==================== nibble_add_master
File: config.mk
export PLATFORM = sky130hd
export DESIGN_NAME = nibble_add_master
export DESIGN_NICKNAME = d
export VERILOG_FILES = /design/src/rtl/nibble_pkg.sv /design/src/rtl/nibble_add.sv /design/src/rtl/nibble_add_master.sv
export SDC_FILE = /design/constraint.sdc
export NUM_CORES = 1
export LEC_CHECK = 0
export ABC_CLOCK_PERIOD_IN_PS = 3300
export CORE_UTILIZATION = 50
export DETAILED_ROUTE_END_ITERATION = 6
export GPL_ROUTABILITY_DRIVEN = 0
export MAX_ROUTING_LAYER = met4
export PLACE_DENSITY = 0.86
export SLEW_MARGIN = 5
export SYNTH_ARGS = -nofsm -noshare
export SYNTH_HDL_FRONTEND = slang
export SYNTH_HIERARCHICAL = 1
export SYNTH_SLANG_ARGS = --single-unit
File: constraint.sdc
create_clock -name clk -period 3.3 [get_ports clk]
set_input_delay 0.825 -clock clk [delete_from_list [all_inputs] [get_ports clk]]
set_output_delay 0.825 -clock clk [all_outputs]
set_load 0.02 [all_outputs]
File: src/rtl/nibble_pkg.sv
// Shared types and constants for the nibble-serial adder master.
// Holds the nibble width, the FSM state encoding and the index-width helper.
package nibble_pkg;

    localparam int NIBBLE_W = 4;

    typedef logic [NIBBLE_W-1:0] nibble_t;

    typedef enum logic [1:0] {
        IDLE = 2'd0,
        RUN  = 2'd1,
        DONE = 2'd2
    } state_t;

    // Index counter width, never narrower than one bit so NIBBLES=1 still has a flop.
    function automatic int idx_width(input int n);
        if (n <= 1) begin
            return 1;
        end else begin
            return $clog2(n);
        end
    endfunction

endpackage

File: src/rtl/nibble_add.sv
// Single 4-bit ripple adder slice shared by every nibble of the serial add.
module nibble_add
    import nibble_pkg::*;
(
    input  logic [NIBBLE_W-1:0] a,
    input  logic [NIBBLE_W-1:0] b,
    input  logic                ci,
    output logic [NIBBLE_W-1:0] s,
    output logic                co
);

    assign {co, s} = {1'b0, a} + {1'b0, b} + {{NIBBLE_W{1'b0}}, ci};

endmodule

File: src/rtl/nibble_add_master.sv
// Nibble-serial adder: accepts an operand pair, adds one nibble per cycle through
// a single shared 4-bit adder, then holds the registered result until consumed.
module nibble_add_master
    import nibble_pkg::*;
#(
    parameter int NIBBLES = 4
) (
    input  logic                         clk,
    input  logic                         rst,
    input  logic                         in_valid,
    output logic                         in_ready,
    input  logic [NIBBLE_W*NIBBLES-1:0]  op_a,
    input  logic [NIBBLE_W*NIBBLES-1:0]  op_b,
    input  logic                         cin,
    output logic                         out_valid,
    input  logic                         out_ready,
    output logic [NIBBLE_W*NIBBLES-1:0]  sum,
    output logic                         cout
);

    localparam int IDX_W = idx_width(NIBBLES);
    localparam logic [IDX_W-1:0] LAST_IDX = IDX_W'(NIBBLES - 1);

    state_t                    state_q, state_d;
    logic [IDX_W-1:0]          idx_q, idx_d;
    logic                      carry_q, carry_d;
    nibble_t [NIBBLES-1:0]     a_q, a_d;
    nibble_t [NIBBLES-1:0]     b_q, b_d;
    nibble_t [NIBBLES-1:0]     sum_q, sum_d;
    logic                      cout_q, cout_d;
    logic                      in_ready_q, in_ready_d;
    logic                      out_valid_q, out_valid_d;

    nibble_t                   add_s;
    logic                      add_co;

    nibble_add u_nibble_add (
        .a  (a_q[idx_q]),
        .b  (b_q[idx_q]),
        .ci (carry_q),
        .s  (add_s),
        .co (add_co)
    );

    // Next-state and datapath update for the IDLE/RUN/DONE sequence.
    always_comb begin
        state_d     = state_q;
        idx_d       = idx_q;
        carry_d     = carry_q;
        a_d         = a_q;
        b_d         = b_q;
        sum_d       = sum_q;
        cout_d      = cout_q;
        in_ready_d  = in_ready_q;
        out_valid_d = out_valid_q;
        case (state_q)
            IDLE: begin
                if (in_valid) begin
                    a_d        = op_a;
                    b_d        = op_b;
                    carry_d    = cin;
                    idx_d      = {IDX_W{1'b0}};
                    state_d    = RUN;
                    in_ready_d = 1'b0;
                end else begin
                    in_ready_d  = 1'b1;
                    out_valid_d = 1'b0;
                end
            end
            RUN: begin
                sum_d[idx_q] = add_s;
                carry_d      = add_co;
                if (idx_q == LAST_IDX) begin
                    idx_d       = {IDX_W{1'b0}};
                    cout_d      = add_co;
                    out_valid_d = 1'b1;
                    state_d     = DONE;
                end else begin
                    idx_d = idx_q + IDX_W'(1);
                end
            end
            DONE: begin
                if (out_ready) begin
                    out_valid_d = 1'b0;
                    in_ready_d  = 1'b1;
                    state_d     = IDLE;
                end else begin
                    out_valid_d = 1'b1;
                end
            end
            default: begin
                state_d     = IDLE;
                idx_d       = {IDX_W{1'b0}};
                in_ready_d  = 1'b1;
                out_valid_d = 1'b0;
            end
        endcase
    end

    // State and output registers; reset wins over every other input.
    always_ff @(posedge clk) begin
        if (rst) begin
            state_q     <= IDLE;
            idx_q       <= {IDX_W{1'b0}};
            carry_q     <= 1'b0;
            a_q         <= '0;
            b_q         <= '0;
            sum_q       <= '0;
            cout_q      <= 1'b0;
            in_ready_q  <= 1'b1;
            out_valid_q <= 1'b0;
        end else begin
            state_q     <= state_d;
            idx_q       <= idx_d;
            carry_q     <= carry_d;
            a_q         <= a_d;
            b_q         <= b_d;
            sum_q       <= sum_d;
            cout_q      <= cout_d;
            in_ready_q  <= in_ready_d;
            out_valid_q <= out_valid_d;
        end
    end

    assign in_ready  = in_ready_q;
    assign out_valid = out_valid_q;
    assign sum       = sum_q;
    assign cout      = cout_q;

endmodule

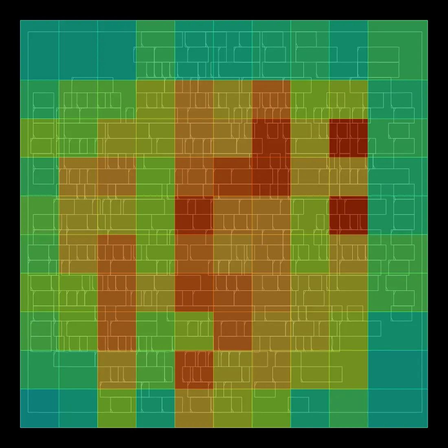
**Above:** nibble_add_master (track usage over the die).
met1 usage: 26.0%
Overall Global Routing Usage: 22.0%

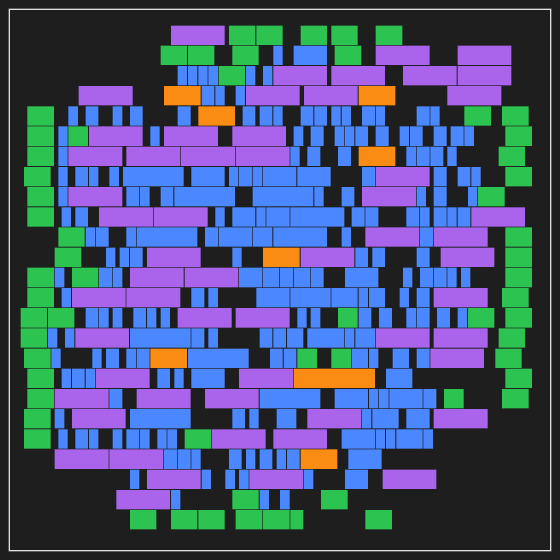
**Above:** nibble_add_master (placement by cell class).
class	colour	cells	share of their area
other buffers and delay cells	green	60	19%
flip-flops	purple	56	36%
clock drivers and dummy loads	orange	8	4.0%
all other logic	blue	219	42%
share of the final layout cell area in sequential cells: 34.9%
site row count: 25
post-route cell area: 3220 um^2
fraction of the core area covered by cells at the end of the flow: 67.2%
floorplan core area: 4790 um^2

==> routing by layer <==
metal	wire (um)	track usage [%]	share of wire [%]	vias to the layer above
met5	0	-	0	-
met4	63	6.97	1.2	0
met3	212	4.14	4.1	7
met2	2680	38.0	52	54
met1	2190	26.0	43	967
li1	-	-	-	1077
==> final cells by class <==
type / instances / area [um^2] / share of cell area, %
multi-input cells: 210 / 1270 / 39.4
flip-flops and latches: 56 / 1120 / 34.9
repair buffers: 60 / 583 / 18.1
clock buffers: 7 / 96.3 / 3.00
well taps: 67 / 83.8 / 2.61
inverters: 9 / 33.8 / 1.05
clock inverters: 1 / 30.0 / 0.934
==> design notes <==
The tools report the end point of the critical path as sum[15]$_SDFFE_PP0P_. The worst path arrival time is 2.93 ns, and the detail-routed net length per standard cell is 12.6 um. The number of setup buffers added after CTS was 0. The run finished with clean final reports. Counting cells, the worst reg-to-reg path comes to 7.

The worst setup path is of the reg -> reg kind. The detailed-route vias per instance works out to 5.13. After synthesis, the design contains 293 cells according to Yosys.

The first global-routing pass estimated 8.61 mm of wire. The data required time reported for the critical path is 3.54 ns. The finished layout holds 410 standard cells, fillers aside. Per the summary, power density relative to cell area is 629 nW/um^2.

The die extent in x was 72.8 um. Setup repair after global routing left no endpoint under its margin. STA classifies the critical path startpoint as a flip-flop. In the final layout, the share of cells above drive strength 1 is 7.58%. Buffers inserted during clock tree synthesis total 5. The area growth from synthesis to final layout was 28.4%; the portion of the clock cycle consumed by the worst path in the final layout was 81.3%.

Leaving out fill and tap cells, the most frequent cell in the layout is sky130_fd_sc_hd__nand2_1. The count of flip-flops with a built-in enable after synthesis is 0. Peak fanout along the critical path: 13. The end of the worst register-to-register path was sum[15]$_SDFFE_PP0P_. The final number of max-transition violations was 0; the number of buffers and inverters on the critical path was 0. The clock transition at the registers of the reported paths works out to 0.09 ns. Once synthesis finished, the tally of register bits stood at 56.

==================== dram_controller
**dram_controller: routed metal per tile**

Scale bar: 20 um. The die is cut into 13 by 13 equal tiles; dark blue is low, red is high, scaled to the fullest tile. Values are wire area over tile area, all layers added.
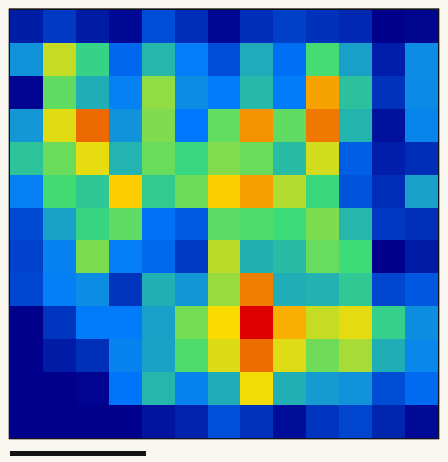
**dram_controller: track usage over the die**

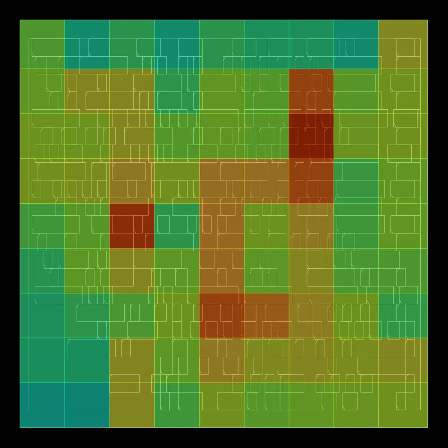
**dram_controller: drive-strength map**

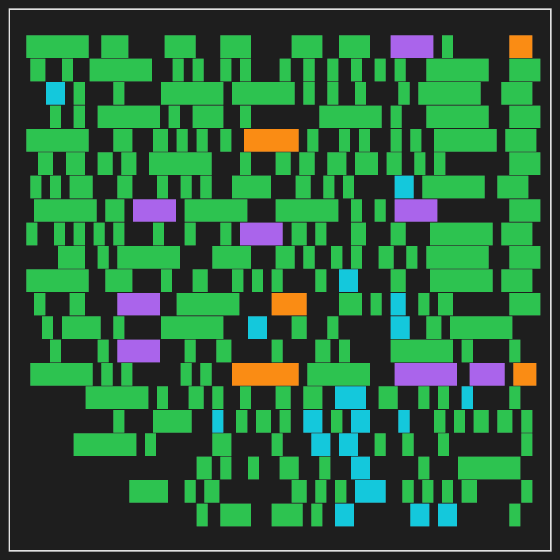
===== src/rtl/dram_controller_pkg.sv =====
// Shared types and helpers for the FPM DRAM controller.
package dram_controller_pkg;

   localparam int unsigned LANE_W = 4;

   typedef enum logic [2:0] {
      ST_IDLE    = 3'd0,
      ST_ROW     = 3'd1,
      ST_COL     = 3'd2,
      ST_CAS     = 3'd3,
      ST_PRE     = 3'd4,
      ST_REF_CAS = 3'd5,
      ST_REF_RAS = 3'd6,
      ST_REF_PRE = 3'd7
   } state_t;

   // Byte lanes touched by a transfer; bit 3 is lane 0 (D31:24).
   // The span is left-aligned at lane 0, then shifted to the offset; shifting
   // off the low end caps the transfer at lane 3.
   function automatic logic [LANE_W-1:0] lane_mask(input logic [1:0] siz, input logic [1:0] a);
      logic [LANE_W-1:0] span;
      case (siz)
         2'b01:   span = 4'b1000;
         2'b10:   span = 4'b1100;
         2'b11:   span = 4'b1110;
         default: span = 4'b1111;
      endcase
      return span >> a;
   endfunction

   function automatic int unsigned max3(input int unsigned x, input int unsigned y, input int unsigned z);
      int unsigned m;
      m = (x > y) ? x : y;
      return (m > z) ? m : z;
   endfunction

endpackage


===== src/rtl/dram_controller_refresh_timer.sv =====
// Free-running refresh interval timer with a single-deep pending flag.
module dram_controller_refresh_timer #(
   parameter int unsigned REFRESH_PERIOD = 360
) (
   input  logic clk,
   input  logic rst,
   input  logic clear,
   output logic ref_pending
);

   localparam int unsigned TW = (REFRESH_PERIOD > 1) ? $clog2(REFRESH_PERIOD) : 1;

   logic [TW-1:0] count;
   logic          wrap;

   assign wrap = (count == TW'(REFRESH_PERIOD - 1));

   // Interval counter, 0..REFRESH_PERIOD-1, never paused
   always_ff @(posedge clk) begin
      if (rst)       count <= '0;
      else if (wrap) count <= '0;
      else           count <= count + 1'b1;
   end

   // Pending flag: a new wrap outranks a clear landing on the same edge
   always_ff @(posedge clk) begin
      if (rst)        ref_pending <= 1'b0;
      else if (wrap)  ref_pending <= 1'b1;
      else if (clear) ref_pending <= 1'b0;
   end

endmodule


===== src/rtl/dram_controller.sv =====
// FPM DRAM sequencer for the 68030 bus: CPU accesses plus CAS-before-RAS refresh.
module dram_controller
   import dram_controller_pkg::*;
#(
   parameter int unsigned REFRESH_PERIOD = 360,
   parameter int unsigned RCD_CYCLES     = 1,
   parameter int unsigned RAS_CYCLES     = 2,
   parameter int unsigned RP_CYCLES      = 2
) (
   input  logic        CLK,
   input  logic        RST,
   input  logic        CS_DRAM_n,
   input  logic        AS_n,
   input  logic        DS_n,
   input  logic        RW,
   input  logic [1:0]  SIZ,
   input  logic [1:0]  A,
   output logic        DRAM_RAS_n,
   output logic [3:0]  DRAM_CAS_n,
   output logic        DRAM_WE_n,
   output logic        DRAM_MUX,
   output logic        DSACK0_DRAM_n,
   output logic        DSACK1_DRAM_n,
   output logic        REFRESH_BUSY
);

   localparam int unsigned MAXP = max3(RCD_CYCLES, RAS_CYCLES, RP_CYCLES);
   localparam int unsigned CW   = $clog2(MAXP + 1);

   state_t        state, next_state;
   logic [CW-1:0] dwell;
   logic          rw_q, abort_q;
   logic [1:0]    siz_q, a_q;
   logic          ref_pending, ref_clear;
   logic          we_eff;

   logic          ras_d, we_d, mux_d, dsack_d, busy_d;
   logic [3:0]    cas_d;
   logic          ras_q, we_q, mux_q, dsack_q, busy_q;
   logic [3:0]    cas_q;

   assign ref_clear = (state == ST_IDLE) && ref_pending;

   dram_controller_refresh_timer #(
      .REFRESH_PERIOD (REFRESH_PERIOD)
   ) u_refresh_timer (
      .clk         (CLK),
      .rst         (RST),
      .clear       (ref_clear),
      .ref_pending (ref_pending)
   );

   // State register and per-state dwell counter
   always_ff @(posedge CLK) begin
      if (RST) begin
         state <= ST_IDLE;
         dwell <= '0;
      end else begin
         state <= next_state;
         dwell <= (next_state != state) ? '0 : dwell + 1'b1;
      end
   end

   // Capture the CPU request at ROW entry and remember an early AS negation
   always_ff @(posedge CLK) begin
      if (RST) begin
         rw_q    <= 1'b1;
         siz_q   <= 2'b00;
         a_q     <= 2'b00;
         abort_q <= 1'b0;
      end else begin
         if (state == ST_IDLE && next_state == ST_ROW) begin
            rw_q  <= RW;
            siz_q <= SIZ;
            a_q   <= A;
         end
         if (state == ST_IDLE)
            abort_q <= 1'b0;
         else if ((state == ST_ROW || state == ST_COL) && AS_n)
            abort_q <= 1'b1;
      end
   end

   // Next-state logic; refresh has priority over a CPU request in IDLE
   always_comb begin
      next_state = state;
      case (state)
         ST_IDLE: begin
            if (ref_pending)              next_state = ST_REF_CAS;
            else if (!CS_DRAM_n && !AS_n) next_state = ST_ROW;
         end
         ST_ROW:     if (dwell == CW'(RCD_CYCLES - 1)) next_state = ST_COL;
         ST_COL:     next_state = (abort_q || AS_n) ? ST_PRE : ST_CAS;
         ST_CAS:     if (AS_n) next_state = ST_PRE;
         ST_PRE:     if (dwell == CW'(RP_CYCLES - 1)) next_state = ST_IDLE;
         ST_REF_CAS: next_state = ST_REF_RAS;
         ST_REF_RAS: if (dwell == CW'(RAS_CYCLES - 1)) next_state = ST_REF_PRE;
         ST_REF_PRE: if (dwell == CW'(RP_CYCLES - 1)) next_state = ST_IDLE;
         default:    next_state = ST_IDLE;
      endcase
   end

   assign we_eff = (state == ST_IDLE) ? RW : rw_q;

   // Output decode from the state being entered, so outputs change on the transition edge
   always_comb begin
      ras_d   = 1'b1;
      cas_d   = 4'hF;
      we_d    = 1'b1;
      mux_d   = 1'b0;
      dsack_d = 1'b1;
      busy_d  = 1'b0;
      case (next_state)
         ST_ROW: begin
            ras_d = 1'b0;
            we_d  = we_eff;
         end
         ST_COL: begin
            ras_d = 1'b0;
            we_d  = we_eff;
            mux_d = 1'b1;
         end
         ST_CAS: begin
            ras_d   = 1'b0;
            we_d    = rw_q;
            mux_d   = 1'b1;
            dsack_d = 1'b0;
            if (rw_q)       cas_d = 4'h0;
            else if (!DS_n) cas_d = ~lane_mask(siz_q, a_q);
         end
         ST_REF_CAS: begin
            cas_d  = 4'h0;
            busy_d = 1'b1;
         end
         ST_REF_RAS: begin
            ras_d  = 1'b0;
            cas_d  = 4'h0;
            busy_d = 1'b1;
         end
         ST_REF_PRE: busy_d = 1'b1;
         default: ;
      endcase
   end

   // Output registers; reset forces every strobe inactive on the same edge
   always_ff @(posedge CLK) begin
      if (RST) begin
         ras_q   <= 1'b1;
         cas_q   <= 4'hF;
         we_q    <= 1'b1;
         mux_q   <= 1'b0;
         dsack_q <= 1'b1;
         busy_q  <= 1'b0;
      end else begin
         ras_q   <= ras_d;
         cas_q   <= cas_d;
         we_q    <= we_d;
         mux_q   <= mux_d;
         dsack_q <= dsack_d;
         busy_q  <= busy_d;
      end
   end

   assign DRAM_RAS_n    = ras_q;
   assign DRAM_CAS_n    = cas_q;
   assign DRAM_WE_n     = we_q;
   assign DRAM_MUX      = mux_q;
   assign DSACK0_DRAM_n = dsack_q;
   assign DSACK1_DRAM_n = dsack_q;
   assign REFRESH_BUSY  = busy_q;

endmodule


===== config.mk =====
export PLATFORM = sky130hd
export DESIGN_NAME = dram_controller
export DESIGN_NICKNAME = d
export VERILOG_FILES = /design/src/rtl/dram_controller_pkg.sv /design/src/rtl/dram_controller_refresh_timer.sv /design/src/rtl/dram_controller.sv
export SDC_FILE = /design/constraint.sdc
export NUM_CORES = 1
export LEC_CHECK = 0
export ABC_AREA = 1
export CAP_MARGIN = 20
export CELL_PAD_IN_SITES_DETAIL_PLACEMENT = 1
export CELL_PAD_IN_SITES_GLOBAL_PLACEMENT = 1
export CORE_UTILIZATION = 42
export DETAILED_ROUTE_END_ITERATION = 8
export GPL_TIMING_DRIVEN = 0
export PLACE_DENSITY_LB_ADDON = 0.2
export SYNTH_ARGS = -nofsm -noshare
export SYNTH_HDL_FRONTEND = slang
export SYNTH_SLANG_ARGS = --single-unit

===== constraint.sdc =====
create_clock -name CLK -period 4.16 [get_ports CLK]
set_clock_uncertainty 0.15 [all_clocks]
set_input_delay 0.832 -clock CLK [delete_from_list [all_inputs] [get_ports CLK]]
set_output_delay 0.832 -clock CLK [all_outputs]
set_load 0.1 [all_outputs]

==> design notes <==
The critical path goes through buf_4 > clkdlybuf4s50_1. met2 track demand over resource after global routing is 31.8%. STA lists the endpoint of the worst register-to-register path as DRAM_CAS_n[1]$_SDFF_PP1_. The routed design uses 1.60 mm of met2 wire.

The largest combinational cell category by area was simple AND/OR/NAND/NOR gates. After clock tree synthesis, the flow added hold-fix buffers numbering 0. In this run, the synthesized area fraction spent on and/or/nand/nor cells is recorded as 39.4%. The core region is 3440 um^2. Detailed placement ended at an HPWL of 2.63 mm. Per the STA report, the cell with the highest stage delay on the worst path is sky130_fd_sc_hd__clkdlybuf4s50_1. The tools report the kind of end point of the critical path as an output pin.

The leakage dissipation is 0.000856 uW. The flow ran to the end, and the final reports show no timing, DRC or antenna violations. The maximum ir drop on the vdd rail came out at 282 uV.

The most used flip-flop cell after synthesis is sky130_fd_sc_hd__dfxtp_1. After synthesis, the largest area contributor takes up 38.8% of total cell area. The yosys stat chip area is 1550 um^2. The critical path data required time is 3.18 ns.

The group that draws the most power in this run is combinational cells. The tools report the end point of the critical path as DSACK1_DRAM_n. Initial standard-cell utilization of the core: 45.0%.

The cell depth of the worst hold path came out at 1. The tools report the root buffer selected by CTS as sky130_fd_sc_hd__clkbuf_8. The final report lists the setup-violating endpoint count as 0.
## Picture notes: 'routed metal per tile' of dram_controller
nearly empty tiles	8.9%
mean over tiles	0.13
fullest tile	0.38
tiles over half the peak	28%
WL/cell: 11.5 um
Overall Global Routing Usage: 18.9%

## Picture notes: 'track usage over the die' of dram_controller
met3 track utilization from global routing: 4.38%
routing layer with the top usage in global route: met2

## Picture notes: 'drive-strength map' of dram_controller
size	colour	cells	share
drive 6 and up	purple	8	3.3%
drive 3 to 4	orange	5	2.1%
drive 2	cyan	19	7.8%
drive 1 or less	green	211	87%
Layout Area Growth over Synthesis: 21.2%
non-clock buffer total of the final layout: 22
final worst slack: 1.35 ns
post-route cell area: 1880 um^2

==> layout make-up <==
cell class                      count  area, um^2
Fill cell                         471        1560
Multi-Input combinational cell    150         795
Sequential cell                    30         601
Timing Repair Buffer               18         180
Inverter                           33         124
Clock buffer                        7        86.3
Tap cell                           46        57.6
Buffer                              4        30.0
Clock inverter                      1        5.00
==> metrics by stage <==
stage	total power, uW	setup slack [ns]	std cells	instance area [um^2]
after floorplan	980	1.82	217	1550
after detailed placement	1140	1.49	281	1790
after global placement	1120	1.51	281	1790
after global routing	1470	1.28	289	1880
after CTS	1380	1.33	289	1880
final	1360	1.35	289	1880

==================== reservation_station
<file path="src/rtl/reservation_station_pkg.sv">
// Shared types for the reservation station: the decoded/renamed instruction
// packet, its NOP encoding, and the default sizing constants.
package reservation_station_pkg;

  localparam int XLEN        = 32;
  localparam int TAG_W       = 4;
  localparam int RS_SIZE_DEF = 4;
  localparam logic [4:0] ZERO_REG = 5'd0;

  typedef enum logic [3:0] {
    ALU_ADD, ALU_SUB, ALU_AND, ALU_OR, ALU_XOR,
    ALU_SLL, ALU_SRL, ALU_SRA, ALU_SLT, ALU_SLTU
  } alu_func_e;

  typedef struct packed {
    logic [XLEN-1:0] npc;
    logic [XLEN-1:0] pc;
    logic [XLEN-1:0] rs1_value;
    logic [XLEN-1:0] rs2_value;
    logic [31:0]     inst;
    logic [4:0]      dest_reg_idx;
    alu_func_e       alu_func;
    logic            rd_mem;
    logic            wr_mem;
    logic            cond_branch;
    logic            uncond_branch;
    logic            halt;
    logic            illegal;
    logic            valid;
  } ID_EX_PACKET;

  function automatic ID_EX_PACKET nop_packet();
    ID_EX_PACKET p;
    p              = '0;
    p.dest_reg_idx = ZERO_REG;
    p.alu_func     = ALU_ADD;
    return p;
  endfunction

endpackage

</file>
<file path="src/rtl/rs_psel.sv">
// Fixed-priority one-hot selector: grants the lowest-index asserted request.
module rs_psel #(
  parameter int N = 4
) (
  input  logic [N-1:0] req,
  output logic [N-1:0] gnt,
  output logic         any
);

  always_comb begin
    gnt = '0;
    for (int i = N - 1; i >= 0; i--) begin
      if (req[i]) begin
        gnt    = '0;
        gnt[i] = 1'b1;
      end
    end
  end

  assign any = |req;

endmodule

</file>
<file path="src/rtl/reservation_station.sv">
// Reservation station: buffers renamed instructions until both operands are
// captured (at insert or via CDB wakeup), then dispatches lowest-index first.
module reservation_station
  import reservation_station_pkg::*;
#(
  parameter int RS_SIZE     = RS_SIZE_DEF,
  parameter int ROB_TAG_LEN = TAG_W
) (
  input  logic                   clock,
  input  logic                   reset,
  input  logic                   insert_en,
  input  ID_EX_PACKET            id_packet_in,
  input  logic [ROB_TAG_LEN-1:0] rs1_rob_tag,
  input  logic [ROB_TAG_LEN-1:0] rs2_rob_tag,
  input  logic [ROB_TAG_LEN-1:0] dest_rob_tag,
  input  logic                   cdb_valid,
  input  logic [ROB_TAG_LEN-1:0] cdb_tag,
  input  logic [XLEN-1:0]        cdb_value,
  input  logic                   fu_ready,
  input  logic                   squash,
  output logic                   rs_full,
  output logic                   issue_valid,
  output ID_EX_PACKET            issue_packet,
  output logic [ROB_TAG_LEN-1:0] issue_rob_tag
);

  typedef struct packed {
    logic                   busy;
    ID_EX_PACKET            packet;
    logic [ROB_TAG_LEN-1:0] dest_tag;
    logic [ROB_TAG_LEN-1:0] tag1;
    logic [ROB_TAG_LEN-1:0] tag2;
  } rs_entry_t;

  rs_entry_t [RS_SIZE-1:0] ent_q, ent_d;

  logic [RS_SIZE-1:0] free_vec, ready_vec, alloc_gnt, sel_gnt;
  logic               any_free, any_ready, do_ins, fire;

  // Tag 0 means "value already valid" and must never be woken by the CDB.
  function automatic logic cdb_hit(input logic                   vld,
                                   input logic [ROB_TAG_LEN-1:0] ctag,
                                   input logic [ROB_TAG_LEN-1:0] t);
    return vld && (t != '0) && (t == ctag);
  endfunction

  always_comb begin
    for (int i = 0; i < RS_SIZE; i++) begin
      free_vec[i]  = ~ent_q[i].busy;
      ready_vec[i] = ent_q[i].busy && (ent_q[i].tag1 == '0) && (ent_q[i].tag2 == '0);
    end
  end

  rs_psel #(.N(RS_SIZE)) u_alloc_sel (.req(free_vec),  .gnt(alloc_gnt), .any(any_free));
  rs_psel #(.N(RS_SIZE)) u_issue_sel (.req(ready_vec), .gnt(sel_gnt),   .any(any_ready));

  assign rs_full     = ~any_free;
  assign issue_valid = any_ready;
  assign do_ins      = insert_en && any_free && !squash && id_packet_in.valid;
  assign fire        = any_ready && fu_ready;

  always_comb begin
    ent_d = ent_q;
    for (int i = 0; i < RS_SIZE; i++) begin
      if (ent_q[i].busy) begin
        if (cdb_hit(cdb_valid, cdb_tag, ent_q[i].tag1)) begin
          ent_d[i].tag1             = '0;
          ent_d[i].packet.rs1_value = cdb_value;
        end
        if (cdb_hit(cdb_valid, cdb_tag, ent_q[i].tag2)) begin
          ent_d[i].tag2             = '0;
          ent_d[i].packet.rs2_value = cdb_value;
        end
        // Dispatch beats a same-cycle wakeup of the selected entry.
        if (fire && sel_gnt[i]) ent_d[i].busy = 1'b0;
      end else if (do_ins && alloc_gnt[i]) begin
        ent_d[i].busy     = 1'b1;
        ent_d[i].packet   = id_packet_in;
        ent_d[i].dest_tag = dest_rob_tag;
        ent_d[i].tag1     = rs1_rob_tag;
        ent_d[i].tag2     = rs2_rob_tag;
        if (cdb_hit(cdb_valid, cdb_tag, rs1_rob_tag)) begin
          ent_d[i].tag1             = '0;
          ent_d[i].packet.rs1_value = cdb_value;
        end
        if (cdb_hit(cdb_valid, cdb_tag, rs2_rob_tag)) begin
          ent_d[i].tag2             = '0;
          ent_d[i].packet.rs2_value = cdb_value;
        end
      end
      if (squash) ent_d[i].busy = 1'b0;
    end
  end

  always_ff @(posedge clock or negedge reset) begin
    if (!reset) ent_q <= '0;
    else        ent_q <= ent_d;
  end

  always_comb begin
    issue_packet  = nop_packet();
    issue_rob_tag = '0;
    for (int i = 0; i < RS_SIZE; i++) begin
      if (sel_gnt[i]) begin
        issue_packet  = ent_q[i].packet;
        issue_rob_tag = ent_q[i].dest_tag;
      end
    end
  end

endmodule

</file>
<file path="config.mk">
export PLATFORM = sky130hd
export DESIGN_NAME = reservation_station
export DESIGN_NICKNAME = d
export VERILOG_FILES = /design/src/rtl/reservation_station_pkg.sv /design/src/rtl/rs_psel.sv /design/src/rtl/reservation_station.sv
export SDC_FILE = /design/constraint.sdc
export NUM_CORES = 2
export LEC_CHECK = 0
export ABC_AREA = 1
export CAP_MARGIN = 5
export CORE_ASPECT_RATIO = 0.75
export CORE_MARGIN = 5
export CORE_UTILIZATION = 31
export CTS_CLUSTER_DIAMETER = 40
export DETAILED_ROUTE_END_ITERATION = 8
export GPL_TIMING_DRIVEN = 0
export PLACE_DENSITY = 0.47
export SKIP_LAST_GASP = 1
export SYNTH_ARGS = -nofsm -noshare
export SYNTH_HDL_FRONTEND = slang
export SYNTH_HIERARCHICAL = 1
export SYNTH_SLANG_ARGS = --single-unit
</file>
<file path="constraint.sdc">
create_clock -name clock -period 7.05 [get_ports clock]
set_input_delay 1.0575 -clock clock [delete_from_list [all_inputs] [get_ports clock]]
set_output_delay 1.0575 -clock clock [all_outputs]
set_load 0.05 [all_outputs]
</file>
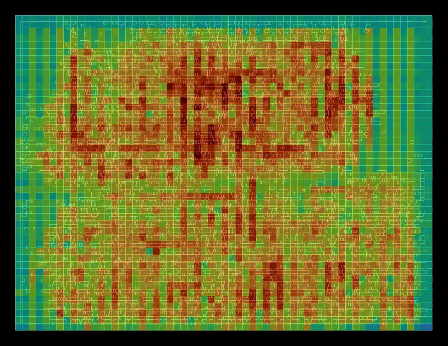
**Above:** reservation_station (track usage over the die).
met3 track utilization from global routing: 5.67%
met1 usage: 39.1%
Overall Global Routing Usage: 27.1%

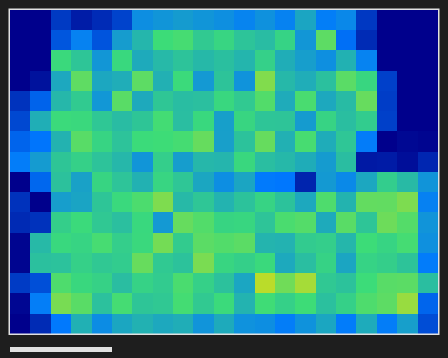
**Above:** reservation_station (placement density heat map).
Scale bar: 100 um. The die is cut into 21 by 16 equal tiles; dark blue is low, red is high, 0 to 100% covered.
nearly empty tiles	9.2%
fullest tile	66%
emptiest ninth of the die	north-east
mean over tiles	36%
initial standard-cell utilization of the core: 31.2%
fraction of the core area covered by cells at the end of the flow: 40.3%
floorplan core area: 124000 um^2

-- final cells by class --
cell class,instances,area share (%)
diodes,9,0.0450
plain buffers,373,3.24
clock buffers,175,7.64
clock inverters,76,2.17
inverters,402,3.01
multi-input cells,3595,33.4
flip-flops and latches,756,37.8
well taps,1653,4.13
repair buffers,417,8.59
-- metal layers --
metal	share of wire (%)	global-route usage, %	routed length, um	vias to the layer above
met5	0	0	0	-
met3	7.9	5.67	14400	298
met4	3.5	9.68	6410	0
met1	46	39.1	83800	19397
li1	-	-	-	17959
met2	43	40.1	78500	1635
==> design notes <==
Total via count in the routed design: 39289. sky130_fd_sc_hd__dfrtp_1 takes more of the synthesized area than any other cell. In the synthesized netlist, the cells that appear most often are sky130_fd_sc_hd__nand2_1, sky130_fd_sc_hd__dfrtp_1, sky130_fd_sc_hd__nand3_1, sky130_fd_sc_hd__o21ai_0, sky130_fd_sc_hd__inv_1. The finished design was reported to have a net count of 5913. Summing the sequential cell areas from Yosys gives 48.8% of the chip area. The synthesized design contains 0 enable-type register cells.

With the max-slew headroom at the worst pin at 18.6%, the die extent in x is 418 um. The run finished with clean final reports. According to the I/O placement log, the pin count is 412. The family with the most delay on the worst path was buffers and inverters. The largest registers in the layout are ent_q (756). The overall die size recorded for this design is 132000 um^2.

Entering global routing, the biggest net connects 116 pins. Summed over all nets, the switching power comes to 3490 uW. In this run the VDD rail shows a maximum IR drop of 194 uV.

No activity file was given, so power comes from the tool's default toggle rates.
